# pu_seq

**pu_seq: clock routing**

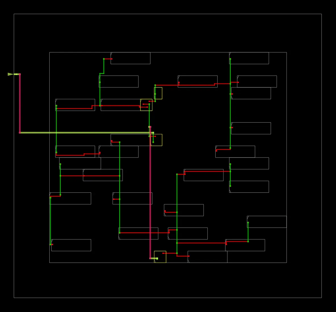

==> src/rtl/pu_seq.sv <==
// Run-control sequencer for the 16-bit PU: owns pca and walks each instruction
// through FETCH/DECODE/EXEC/WB, qualifying the register-file write strobe.
module pu_seq #(
    parameter int PC_W     = 6,
    parameter int IMEM_LAT = 1,
    parameter int CNT_W    = 16
) (
    input  logic             clk,
    input  logic             rst,
    input  logic             start,
    input  logic             step,
    input  logic             stop,
    input  logic             halt,
    input  logic             dec_we,
    output logic [PC_W-1:0]  pca,
    output logic             ir_en,
    output logic             we,
    output logic             busy,
    output logic             halted,
    output logic [CNT_W-1:0] icount
);

    localparam int FW = (IMEM_LAT > 1) ? $clog2(IMEM_LAT) : 1;
    localparam logic [FW-1:0] FLAST = FW'(IMEM_LAT - 1);

    typedef enum logic [2:0] {
        S_IDLE, S_FETCH, S_DECODE, S_EXEC, S_WB, S_HALT
    } state_t;

    state_t        state;
    logic [FW-1:0] fcnt;
    logic          run;
    logic          stop_pend;

    always_ff @(posedge clk or posedge rst) begin
        if (rst) begin
            state     <= S_IDLE;
            pca       <= '0;
            icount    <= '0;
            fcnt      <= '0;
            run       <= 1'b0;
            stop_pend <= 1'b0;
        end else begin
            // Sticky stop; the WB branch below clears it when returning to IDLE.
            if (busy && stop)
                stop_pend <= 1'b1;
            case (state)
                S_IDLE: begin
                    stop_pend <= 1'b0;
                    if (start) begin
                        state <= S_FETCH;
                        run   <= 1'b1;
                    end else if (step) begin
                        state <= S_FETCH;
                        run   <= 1'b0;
                    end
                end
                S_FETCH: begin
                    if (fcnt == FLAST) begin
                        fcnt  <= '0;
                        state <= S_DECODE;
                    end else begin
                        fcnt <= fcnt + FW'(1);
                    end
                end
                S_DECODE: state <= halt ? S_HALT : S_EXEC;
                S_EXEC:   state <= S_WB;
                S_WB: begin
                    pca <= pca + PC_W'(1);
                    if (icount != '1)
                        icount <= icount + CNT_W'(1);
                    if (run && !stop_pend && !stop) begin
                        state <= S_FETCH;
                    end else begin
                        state     <= S_IDLE;
                        stop_pend <= 1'b0;
                    end
                end
                S_HALT:  state <= S_HALT;
                default: state <= S_IDLE;
            endcase
        end
    end

    // Outputs decode straight off the state register so an async reset clears them at once.
    always_comb begin
        busy   = (state == S_FETCH) || (state == S_DECODE) ||
                 (state == S_EXEC)  || (state == S_WB);
        halted = (state == S_HALT);
        ir_en  = (state == S_FETCH) && (fcnt == FLAST);
        we     = (state == S_WB) && dec_we;
    end

endmodule

==> config.mk <==
export PLATFORM = sky130hd
export DESIGN_NAME = pu_seq
export DESIGN_NICKNAME = d
export VERILOG_FILES = /design/src/rtl/pu_seq.sv
export SDC_FILE = /design/constraint.sdc
export NUM_CORES = 1
export LEC_CHECK = 0
export CORE_ASPECT_RATIO = 0.9
export CORE_MARGIN = 8
export CORE_UTILIZATION = 48
export DETAILED_ROUTE_END_ITERATION = 12
export HOLD_SLACK_MARGIN = 0.08
export PLACE_DENSITY = 0.78
export REMOVE_ABC_BUFFERS = 1
export SETUP_SLACK_MARGIN = 0.1
export SLEW_MARGIN = 20
export SYNTH_ARGS = -nofsm -noshare
export SYNTH_HDL_FRONTEND = slang
export SYNTH_SLANG_ARGS = --single-unit
==> constraint.sdc <==
create_clock -name clk -period 1.6 [get_ports clk]
set_input_delay 0.16 -clock clk [delete_from_list [all_inputs] [get_ports clk]]
set_output_delay 0.16 -clock clk [all_outputs]
set_load 0.02 [all_outputs]
# cipher_bus_mux_flat

`config.mk`:
```
export PLATFORM = sky130hd
export DESIGN_NAME = cipher_bus_mux_flat
export DESIGN_NICKNAME = d
export VERILOG_FILES = /design/src/rtl/cipher_bus_mux_if.sv /design/src/rtl/cipher_bus_mux.sv /design/src/flat_wrapper.sv
export SDC_FILE = /design/constraint.sdc
export NUM_CORES = 1
export LEC_CHECK = 0
export CELL_PAD_IN_SITES_DETAIL_PLACEMENT = 1
export CELL_PAD_IN_SITES_GLOBAL_PLACEMENT = 2
export CORE_AREA = 2 2 386 388
export CTS_BUF_LIST = sky130_fd_sc_hd__clkbuf_4 sky130_fd_sc_hd__clkbuf_8
export CTS_CLUSTER_DIAMETER = 100
export CTS_CLUSTER_SIZE = 25
export DETAILED_ROUTE_END_ITERATION = 16
export DIE_AREA = 0 0 388 390
export GPL_ROUTABILITY_DRIVEN = 0
export PLACE_DENSITY = 0.59
export SYNTH_ARGS = -nofsm -noshare
export SYNTH_HDL_FRONTEND = slang
export SYNTH_SLANG_ARGS = --single-unit
```
`constraint.sdc`:
```
create_clock -name clk -period 3.9 [get_ports clk]
set_clock_uncertainty 0.2 [all_clocks]
set_input_delay 1.17 -clock clk [delete_from_list [all_inputs] [get_ports clk]]
set_output_delay 1.17 -clock clk [all_outputs]
set_load 0.01 [all_outputs]
```
`src/rtl/cipher_bus_mux_if.sv`:
```
// Bundle of channel-side and core-side signals for cipher_bus_mux.
// The master modport is the mux's view; slave is the environment's view
// (requesters plus the cipher core).
interface cipher_bus_mux_if #(
  parameter int unsigned NUM_CH = 4,
  parameter int unsigned DATA_W = 128
);
  logic                     enable;
  logic [NUM_CH-1:0]        ch_valid;
  logic [NUM_CH-1:0]        ch_ende;
  logic [NUM_CH*DATA_W-1:0] ch_data;
  logic [NUM_CH-1:0]        ch_accept;
  logic [NUM_CH-1:0]        ch_res_valid;
  logic [DATA_W-1:0]        res_data;
  logic                     drain_req;
  logic                     drained;
  logic                     err;
  logic                     core_enable;
  logic                     core_ende;
  logic                     core_data_valid;
  logic [DATA_W-1:0]        core_data;
  logic                     core_ready;
  logic                     core_res_valid;
  logic [DATA_W-1:0]        core_res_data;
  logic [31:0]              issue_cnt;
  logic [31:0]              done_cnt;

  modport master (
    input  enable, ch_valid, ch_ende, ch_data, drain_req,
    input  core_ready, core_res_valid, core_res_data,
    output ch_accept, ch_res_valid, res_data, drained, err,
    output core_enable, core_ende, core_data_valid, core_data,
    output issue_cnt, done_cnt
  );

  modport slave (
    output enable, ch_valid, ch_ende, ch_data, drain_req,
    output core_ready, core_res_valid, core_res_data,
    input  ch_accept, ch_res_valid, res_data, drained, err,
    input  core_enable, core_ende, core_data_valid, core_data,
    input  issue_cnt, done_cnt
  );
endinterface

```
`src/rtl/cipher_bus_mux.sv`:
```
// cipher_bus_mux: round-robin front end sharing one AES core among NUM_CH
// requesters. A tag FIFO remembers the owner of each in-flight operation so
// in-order results can be routed back. Drain control and an error flag for
// unexpected results are included.
// Optional statistics counters are enabled with CIPHER_BUS_MUX_STATS_EN.
module cipher_bus_mux #(
  parameter int unsigned NUM_CH  = 4,
  parameter int unsigned DATA_W  = 128,
  parameter int unsigned MAX_OUT = 8
) (
  input logic              clk,
  input logic              resetH,
  cipher_bus_mux_if.master bus
);

  localparam int unsigned PTR_W = $clog2(MAX_OUT);
  localparam int unsigned CNT_W = PTR_W + 1;
  localparam int unsigned CH_W  = (NUM_CH > 1) ? $clog2(NUM_CH) : 1;

  typedef enum logic [0:0] {StRun, StDrain} state_t;

  state_t            state_q;
  logic [CH_W-1:0]   rr_ptr_q;
  logic [CH_W-1:0]   tag_mem [MAX_OUT];
  logic [PTR_W-1:0]  wr_ptr_q, rd_ptr_q;
  logic [CNT_W-1:0]  count_q, count_d;

  logic              core_data_valid_q;
  logic [DATA_W-1:0] core_data_q;
  logic              core_ende_q;
  logic [NUM_CH-1:0] ch_res_valid_q;
  logic [DATA_W-1:0] res_data_q;
  logic              err_q;
  logic              drained_q;

  logic              found;
  logic [CH_W-1:0]   grant;
  logic [CH_W-1:0]   grant_next;
  logic [CH_W:0]     sum;
  logic [CH_W-1:0]   head;
  logic              issue;
  logic              pop;

  // Round-robin search: first requesting channel at or after rr_ptr_q.
  always_comb begin
    found = 1'b0;
    grant = '0;
    sum   = '0;
    for (int i = 0; i < NUM_CH; i++) begin
      sum = {1'b0, rr_ptr_q} + (CH_W+1)'(i);
      if (sum >= (CH_W+1)'(NUM_CH)) sum = sum - (CH_W+1)'(NUM_CH);
      if (!found && bus.ch_valid[sum[CH_W-1:0]]) begin
        found = 1'b1;
        grant = sum[CH_W-1:0];
      end
    end
  end

  // Issue/return qualification and the FIFO occupancy update.
  always_comb begin
    // core_data_valid_q in the condition enforces 2-cycle issue spacing
    issue = (state_q == StRun) && bus.enable && bus.core_ready && !core_data_valid_q &&
            (count_q < CNT_W'(MAX_OUT)) && found;
    pop   = bus.core_res_valid && (count_q != '0);
    head  = tag_mem[rd_ptr_q];
    grant_next = (grant == CH_W'(NUM_CH - 1)) ? '0 : grant + CH_W'(1);
    count_d = count_q;
    if (issue && !pop)      count_d = count_q + CNT_W'(1);
    else if (!issue && pop) count_d = count_q - CNT_W'(1);
  end

  // Tag storage; contents are don't-care while not counted as occupied.
  always_ff @(posedge clk) begin
    if (issue) tag_mem[wr_ptr_q] <= grant;
  end

  // Main datapath, FIFO pointers, error flag and RUN/DRAIN state machine.
  always_ff @(posedge clk) begin
    if (resetH) begin
      state_q           <= StRun;
      rr_ptr_q          <= '0;
      wr_ptr_q          <= '0;
      rd_ptr_q          <= '0;
      count_q           <= '0;
      core_data_valid_q <= 1'b0;
      core_data_q       <= '0;
      core_ende_q       <= 1'b0;
      ch_res_valid_q    <= '0;
      res_data_q        <= '0;
      err_q             <= 1'b0;
      drained_q         <= 1'b0;
    end else begin
      core_data_valid_q <= issue;
      if (issue) begin
        core_data_q <= bus.ch_data[grant*DATA_W +: DATA_W];
        core_ende_q <= bus.ch_ende[grant];
        rr_ptr_q    <= grant_next;
        wr_ptr_q    <= wr_ptr_q + PTR_W'(1);
      end
      if (pop) begin
        rd_ptr_q       <= rd_ptr_q + PTR_W'(1);
        res_data_q     <= bus.core_res_data;
        ch_res_valid_q <= NUM_CH'(1) << head;
      end else begin
        ch_res_valid_q <= '0;
      end
      count_q <= count_d;
      if (bus.core_res_valid && (count_q == '0)) err_q <= 1'b1;

      unique case (state_q)
        StRun: begin
          drained_q <= 1'b0;
          if (bus.drain_req) state_q <= StDrain;
        end
        StDrain: begin
          if (!bus.drain_req) begin
            state_q   <= StRun;
            drained_q <= 1'b0;
          end else begin
            drained_q <= (count_q == '0);
          end
        end
        default: state_q <= StRun;
      endcase
    end
  end

`ifdef CIPHER_BUS_MUX_STATS_EN
  logic [31:0] issue_cnt_q, done_cnt_q;

  // Saturating issue/return statistics.
  always_ff @(posedge clk) begin
    if (resetH) begin
      issue_cnt_q <= '0;
      done_cnt_q  <= '0;
    end else begin
      if (issue && (issue_cnt_q != '1)) issue_cnt_q <= issue_cnt_q + 32'd1;
      if (pop && (done_cnt_q != '1))    done_cnt_q  <= done_cnt_q + 32'd1;
    end
  end

  assign bus.issue_cnt = issue_cnt_q;
  assign bus.done_cnt  = done_cnt_q;
`else
  assign bus.issue_cnt = 32'd0;
  assign bus.done_cnt  = 32'd0;
`endif

  assign bus.core_enable     = bus.enable;
  assign bus.ch_accept       = issue ? (NUM_CH'(1) << grant) : '0;
  assign bus.core_data_valid = core_data_valid_q;
  assign bus.core_data       = core_data_q;
  assign bus.core_ende       = core_ende_q;
  assign bus.ch_res_valid    = ch_res_valid_q;
  assign bus.res_data        = res_data_q;
  assign bus.err             = err_q;
  assign bus.drained         = drained_q;

endmodule

```
`src/flat_wrapper.sv`:
```
// flat-port wrapper written by rule: the top's interface ports become plain ports
module cipher_bus_mux_flat 
#(
  parameter int unsigned NUM_CH  = 4,
  parameter int unsigned DATA_W  = 128,
  parameter int unsigned MAX_OUT = 8
)
  (clk, resetH, bus_enable, bus_ch_valid, bus_ch_ende, bus_ch_data, bus_drain_req, bus_core_ready, bus_core_res_valid, bus_core_res_data, bus_ch_accept, bus_ch_res_valid, bus_res_data, bus_drained, bus_err, bus_core_enable, bus_core_ende, bus_core_data_valid, bus_core_data, bus_issue_cnt, bus_done_cnt);
  cipher_bus_mux_if #(.NUM_CH(NUM_CH), .DATA_W(DATA_W)) bus_i ();
  input logic clk;
  input logic resetH;
  input wire logic [$bits(bus_i.enable)-1:0] bus_enable;
  input wire logic [$bits(bus_i.ch_valid)-1:0] bus_ch_valid;
  input wire logic [$bits(bus_i.ch_ende)-1:0] bus_ch_ende;
  input wire logic [$bits(bus_i.ch_data)-1:0] bus_ch_data;
  input wire logic [$bits(bus_i.drain_req)-1:0] bus_drain_req;
  input wire logic [$bits(bus_i.core_ready)-1:0] bus_core_ready;
  input wire logic [$bits(bus_i.core_res_valid)-1:0] bus_core_res_valid;
  input wire logic [$bits(bus_i.core_res_data)-1:0] bus_core_res_data;
  output wire logic [$bits(bus_i.ch_accept)-1:0] bus_ch_accept;
  output wire logic [$bits(bus_i.ch_res_valid)-1:0] bus_ch_res_valid;
  output wire logic [$bits(bus_i.res_data)-1:0] bus_res_data;
  output wire logic [$bits(bus_i.drained)-1:0] bus_drained;
  output wire logic [$bits(bus_i.err)-1:0] bus_err;
  output wire logic [$bits(bus_i.core_enable)-1:0] bus_core_enable;
  output wire logic [$bits(bus_i.core_ende)-1:0] bus_core_ende;
  output wire logic [$bits(bus_i.core_data_valid)-1:0] bus_core_data_valid;
  output wire logic [$bits(bus_i.core_data)-1:0] bus_core_data;
  output wire logic [$bits(bus_i.issue_cnt)-1:0] bus_issue_cnt;
  output wire logic [$bits(bus_i.done_cnt)-1:0] bus_done_cnt;
  assign bus_i.enable = bus_enable;
  assign bus_i.ch_valid = bus_ch_valid;
  assign bus_i.ch_ende = bus_ch_ende;
  assign bus_i.ch_data = bus_ch_data;
  assign bus_i.drain_req = bus_drain_req;
  assign bus_i.core_ready = bus_core_ready;
  assign bus_i.core_res_valid = bus_core_res_valid;
  assign bus_i.core_res_data = bus_core_res_data;
  assign bus_ch_accept = bus_i.ch_accept;
  assign bus_ch_res_valid = bus_i.ch_res_valid;
  assign bus_res_data = bus_i.res_data;
  assign bus_drained = bus_i.drained;
  assign bus_err = bus_i.err;
  assign bus_core_enable = bus_i.core_enable;
  assign bus_core_ende = bus_i.core_ende;
  assign bus_core_data_valid = bus_i.core_data_valid;
  assign bus_core_data = bus_i.core_data;
  assign bus_issue_cnt = bus_i.issue_cnt;
  assign bus_done_cnt = bus_i.done_cnt;
  cipher_bus_mux #(.NUM_CH(NUM_CH), .DATA_W(DATA_W), .MAX_OUT(MAX_OUT)) u_core (.clk(clk), .resetH(resetH), .bus(bus_i));
endmodule
```
# scrambler_tx

--- src/rtl/scrambler_tx.sv ---
// 64b/66b self-synchronous payload scrambler (1 + x^39 + x^58), one registered cycle of latency.
// No backpressure: every enabled valid block is accepted; i_enable=0 freezes all state.
module scrambler_tx #(
  parameter int                  NB_DATA    = 66,
  parameter int                  NB_STATE   = 58,
  parameter logic [NB_STATE-1:0] SEED       = 58'h3FF_FFFF_FFFF_FFFF,
  parameter int                  NB_ERR_CNT = 16
) (
  input  logic                  i_clock,
  input  logic                  i_reset,
  input  logic                  i_enable,
  input  logic                  i_valid,
  input  logic [NB_DATA-1:0]    i_data,
  input  logic                  i_aligner_tag,
  input  logic                  i_bypass,
  input  logic                  i_seed_load,
  input  logic [NB_STATE-1:0]   i_seed,
  output logic [NB_DATA-1:0]    o_data,
  output logic                  o_valid,
  output logic                  o_aligner_tag,
  output logic                  o_header_error,
  output logic [NB_ERR_CNT-1:0] o_header_err_count
);

  localparam int NB_PAYLOAD = NB_DATA - 2;

  logic [NB_STATE-1:0]   state;
  logic [NB_STATE-1:0]   st_walk;
  logic [NB_PAYLOAD-1:0] scr_payload;
  logic                  fb_bit;
  logic                  scr_active;
  logic                  hdr_bad;

  // Bit-serial recurrence unrolled MSB first; st_walk[0] always holds the newest scrambled bit.
  always_comb begin
    st_walk     = state;
    scr_payload = '0;
    fb_bit      = 1'b0;
    for (int k = NB_PAYLOAD - 1; k >= 0; k--) begin
      fb_bit         = i_data[k] ^ st_walk[38] ^ st_walk[57];
      scr_payload[k] = fb_bit;
      st_walk        = {st_walk[NB_STATE-2:0], fb_bit};
    end
  end

  assign scr_active = i_valid && !i_aligner_tag && !i_bypass;
  assign hdr_bad    = (i_data[NB_DATA-1:NB_DATA-2] == 2'b00) ||
                      (i_data[NB_DATA-1:NB_DATA-2] == 2'b11);

  always_ff @(posedge i_clock or negedge i_reset) begin
    if (!i_reset) begin
      state              <= SEED;
      o_data             <= '0;
      o_valid            <= 1'b0;
      o_aligner_tag      <= 1'b0;
      o_header_error     <= 1'b0;
      o_header_err_count <= '0;
    end else if (i_enable) begin
      o_valid        <= i_valid;
      o_header_error <= i_valid && hdr_bad;
      if (i_valid) begin
        o_aligner_tag <= i_aligner_tag;
        o_data        <= scr_active ? {i_data[NB_DATA-1:NB_DATA-2], scr_payload} : i_data;
        if (hdr_bad && (o_header_err_count != '1))
          o_header_err_count <= o_header_err_count + 1'b1;
      end
      // A seed load wins over the block's post-scramble state, which is discarded.
      if (i_seed_load)
        state <= i_seed;
      else if (scr_active)
        state <= st_walk;
    end
  end

endmodule

--- config.mk ---
export PLATFORM = sky130hd
export DESIGN_NAME = scrambler_tx
export DESIGN_NICKNAME = d
export VERILOG_FILES = /design/src/rtl/scrambler_tx.sv
export SDC_FILE = /design/constraint.sdc
export NUM_CORES = 1
export LEC_CHECK = 0
export ABC_AREA = 1
export ABC_CLOCK_PERIOD_IN_PS = 3070
export CAP_MARGIN = 25
export CELL_PAD_IN_SITES_DETAIL_PLACEMENT = 1
export CELL_PAD_IN_SITES_GLOBAL_PLACEMENT = 1
export CORE_ASPECT_RATIO = 0.5
export CORE_MARGIN = 4
export CORE_UTILIZATION = 38
export DETAILED_ROUTE_END_ITERATION = 16
export HOLD_SLACK_MARGIN = 0.1
export PLACE_DENSITY_LB_ADDON = 0.08
export REMOVE_ABC_BUFFERS = 1
export SLEW_MARGIN = 10
export SYNTH_ARGS = -nofsm -noshare
export SYNTH_HDL_FRONTEND = slang
export SYNTH_SLANG_ARGS = --single-unit
--- constraint.sdc ---
create_clock -name i_clock -period 3.07 [get_ports i_clock]
set_clock_uncertainty 0.05 [all_clocks]
set_input_delay 0.614 -clock i_clock [delete_from_list [all_inputs] [get_ports i_clock]]
set_output_delay 0.614 -clock i_clock [all_outputs]
set_load 0.02 [all_outputs]
**pu_seq: pin placement**

Pins as bars across the die edge, other pins in grey.
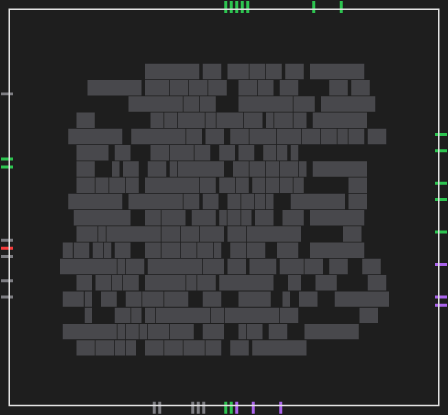
Green stands for `icount`, pins 16, direction output, edge 7 north, 5 east, 2 west, 2 south. Red stands for `ir_en`, pins 1, direction output, edge west. Purple stands for `pca`, pins 6, direction output, edge 3 south, 3 east.

Notes on 'clock routing' of pu_seq above:
CTS buffer count: 3
Clk Latency, worst-skew pair: 0.34 ns
clock skew: 0.0112 ns

==> results.json, pu_seq <==
{
  "status": "complete, no violations",
  "fmax_ghz": 0.636,
  "layout-drive-gt1-share_pct": 34.8,
  "cts_max_level": 1,
  "crit_type": "register to register",
  "r2r_end": "icount[15]$_DFFE_PP0P_",
  "cp_cell_sequence": "nor3b_4 > buf_6 > nand4_1 > nor2_1 > mux2i_1",
  "io_buffers": 32,
  "busiest_layer": "met2",
  "syn-instance-count": 124,
  "switching_share_pct": 39.8,
  "setup_viol": 0,
  "logic_gate_count": 91,
  "vias": 1185,
  "ioPinCount": 33
}
## pu_seq: synthesized netlist by cell type
master and instances:
dfrtp_1 27, nor2_1 14, xor2_1 14, nand2_1 8, nand3_1 8, nand4_1 6
a21oi_1 4, nor3_1 4, xnor2_1 4, a31oi_1 3, and4_1 3, inv_1 3
and2_1 2, and3_1 2, buf_2 2, ha_1 2, mux2i_1 2, a211oi_1 1
a22o_1 1, a41oi_1 1, buf_4 1, mux2_1 1, mux2_4 1, nand2b_1 1
nand4_2 1, nor2b_2 1, nor3b_1 1, nor3b_4 1, nor4_4 1, o21ba_1 1
o31ai_1 1, or3_1 1, or3b_2 1
## pu_seq: per-stage QoR
step	setup slack, ns	total power, mW	setup TNS (ns)	std cells
2_1_floorplan	-0.0817	1.61	-0.123	121
3_3_place_gp	0.0602	2.14	0	204
3_5_place_dp	0.00631	2.18	0	204
4_1_cts	0.0861	2.48	0	215
5_1_grt	-0.0748	2.80	-0.0999	217
6_report	0.0265	2.62	0	217
## pu_seq: what timing repair did
| action | CTS | global route |
|---|---|---|
| buffers inserted | 7 | 2 |
| setup endpoints to repair | 37 | 18 |
| resized | 48 | 23 |
| pin swaps | 1 | 7 |
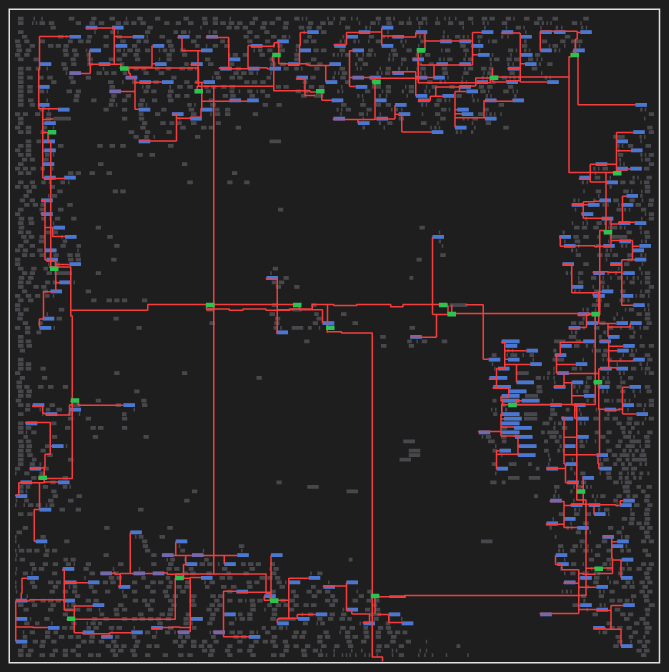
**Above:** cipher_bus_mux_flat (clock network drawn from the DEF).
Green stands for clock drivers, count 28. Red stands for clock wires, length 6,320 um. Blue stands for flip-flops, count 296.
Position of the flops: all over the die. There are 29 routed clock nets.

==> results.json, cipher_bus_mux_flat <==
{
  "status": "complete, no violations",
  "power_density_nw_per_um2": 399,
  "finalPower_mw": 10.3,
  "cts_hold_buf": 0,
  "cts.repair.resized": 34,
  "taps": 1930,
  "tightest_slew_ns": 0.962,
  "adder_share_pct": 0.966,
  "reg2reg_from": "u_core.state_q$_SDFF_PP0_",
  "cp_slowest_cell": "ha_1",
  "top_area_share_pct": 40.8,
  "r2r_slack_ns": 0.67,
  "pre_cts_ws_ns": -0.736,
  "cts_buffers": 28,
  "synth.cellmix.compoundShare_pct": 13.7,
  "fill_cells": 17200,
  "wl_um": 95300,
  "setup_tns_ns": 0,
  "drt_iter0_markers": 581,
  "slew_headroom_pct": 35.9,
  "clock_area_share_pct": 3.00,
  "fmax_ghz": 0.265,
  "area_growth_pct": 88.4,
  "fin_cells": 4321,
  "clockPowerShare_pct": 26.1,
  "top_layer": "met5",
  "edf_count": 16,
  "maxSlewViolCount": 0
}
cipher_bus_mux_flat: worst min-delay path, delay by kind of cell (launching register included):
family          cells  cell delay [ns]
simple gates        1             0.05
flops               1             0.33
compound gates      1             0.05
cipher_bus_mux_flat: registers in the layout (all words and copies together) (netlist names), named ones only:
register	cells
u_core.bus.ch_res_valid	4
u_core.bus.core_data	128
u_core.bus.core_data_valid	1
u_core.bus.core_ende	1
u_core.bus.drained	1
u_core.bus.err	1
u_core.bus.res_data	128
u_core.count_q	4
u_core.rd_ptr_q	3
u_core.rr_ptr_q	2
u_core.state_q	1
u_core.tag_mem	16
u_core.wr_ptr_q	3
cipher_bus_mux_flat: routing by layer:
metal  global-route usage (%)  vias to the layer above
li1                         -                     6872
met1                     12.7                     6823
met2                     20.4                      619
met3                     4.92                      175
met4                     5.11                       68
met5                        0                        -
cipher_bus_mux_flat: power groups by stage:
stage	combinational (mW)	clock [mW]	sequential, mW
finish	3.88	2.69	3.75
floorplan	1.55	0	3.96
global route	4.22	2.98	3.81
global placement	3.98	0	3.81
CTS	4.00	2.91	3.76
detailed placement	3.99	0	3.83
**scrambler_tx: M4 wires**

Bar = 50 um.
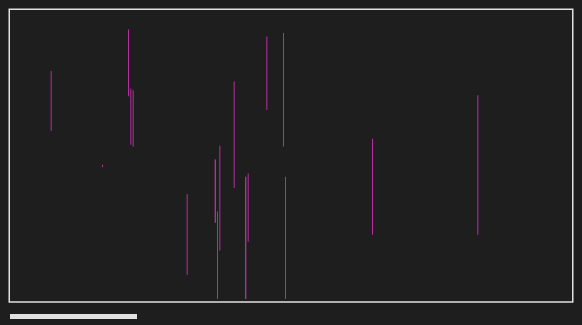
The longest straight run is 54.4 um. The layer carries 552 um of wire. The layer holds 1.7% of the routed length.

==> results.json, scrambler_tx <==
{
  "cp_cell_sequence": "clkdlybuf4s50_1",
  "arrival_ns": 1.53,
  "yosys-stat-cells": 1179,
  "drv_cap": 0,
  "flops": 143,
  "holdWs_ns": 0.0951,
  "crit_type": "register to output pin",
  "avgSynthCellArea_um2": 7.27,
  "clockBufferDepth": 2,
  "dieArea_um2": 25200,
  "slew_headroom_pct": 55.5,
  "antenna_cells": 3,
  "clkLatencyLatePin_ns": 0.44,
  "antenna_found_initial": 3,
  "nets": 1509,
  "setup_viol": 0,
  "hp-class": "primary input to asynchronous set/reset pin",
  "switching_share_pct": 36.1,
  "reg2reg_from": "o_header_err_count[0]$_DFFE_PN0P_",
  "min_period_ns": 2.19,
  "status": "complete, no violations",
  "grtUsageTotal_pct": 26.4,
  "final_cell_mix": "327 x nand2_1, 213 x clkdlybuf4s50_1, 148 x a21oi_1",
  "lay_top_count": "nand2_1",
  "combPwrFrac_pct": 34.9,
  "drc": 0,
  "crit_start": "o_header_err_count[11]$_DFFE_PN0P_",
  "sh_seq_area_pct": 31.1,
  "buf_share_pct": 20.2,
  "wl_um": 32500,
  "ys_area_um2": 8570,
  "path_depth": 1,
  "ioPinCount": 216,
  "cts_tree": "built",
  "tightest_slew_ns": 0.668,
  "comb_area_um2": 4290,
  "placementRows": 38,
  "grt_max_degree": 79
}
[scrambler_tx: cell families (layout without fill, tap and decap cells)]
kind of cell / after synthesis / after routing / synth area share [%]
fa+ha+maj: 1 / 1 / 0.146
other cells: 0 / 3 / 0
xor+xnor: 71 / 71 / 7.25
flops: 143 / 143 / 42.6
buf+inv: 166 / 377 / 7.57
compound gates: 260 / 260 / 16.4
simple gates: 538 / 538 / 26.0
[scrambler_tx: metal layers]
metal / share of wire (%) / track usage (%)
met1: 42 / 32.6
met2: 50 / 45.0
met3: 5.8 / 6.52
met4: 1.7 / 9.66
met5: 0.034 / 0
[scrambler_tx: state kept, by name, summed over array words and instances (netlist names)]
signal,cells
state,58
o_valid,1
o_aligner_tag,1
o_header_err_count,16
o_header_error,1
o_data,66
[scrambler_tx: power groups by stage]
stage,Clock [mW],Combinational [mW],Sequential (mW)
3_3_place_gp,0,2.52,2.72
4_1_cts,2.22,2.66,2.73
5_1_grt,2.33,2.92,2.79
6_report,2.20,2.64,2.73
3_5_place_dp,0,2.63,2.74
2_1_floorplan,0,1.32,2.88

## Gallery

Cell sizes after repair.
picture 1
Bar = 50 um.
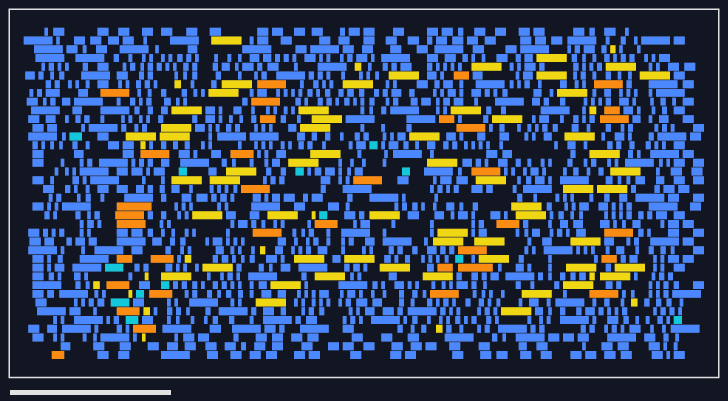
picture 2
Bar = 100 um.
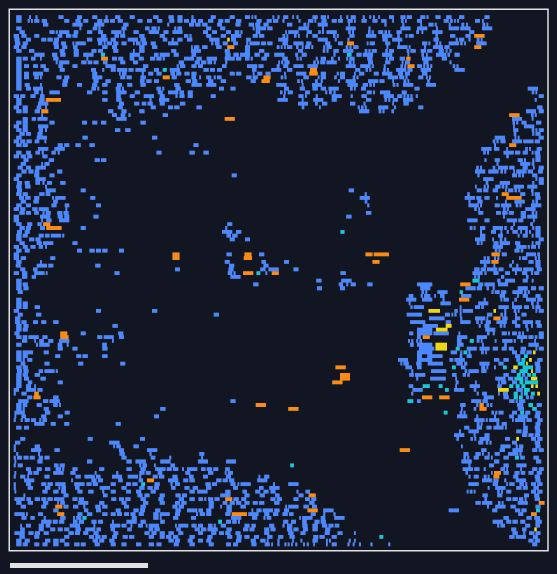
picture 3
Bar = 20 um.
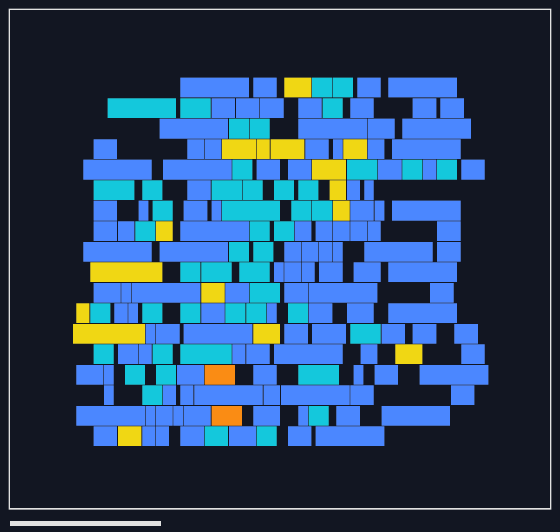
Of these, fewest cells: picture 3
Of these, largest die: picture 2
For cipher_bus_mux_flat, see picture 2.
For scrambler_tx, see picture 1.
For pu_seq, see picture 3.

Key to picture 3:
Blue stands for _0 and _1 cells, cells 122, share 65%. Orange stands for _6 and larger, cells 2, share 1.1%. Cyan stands for _3 and _4 cells, cells 47, share 25%. Yellow stands for _2 cells, cells 16, share 8.6%.


No activity file was given, so power comes from the tool's default toggle rates.
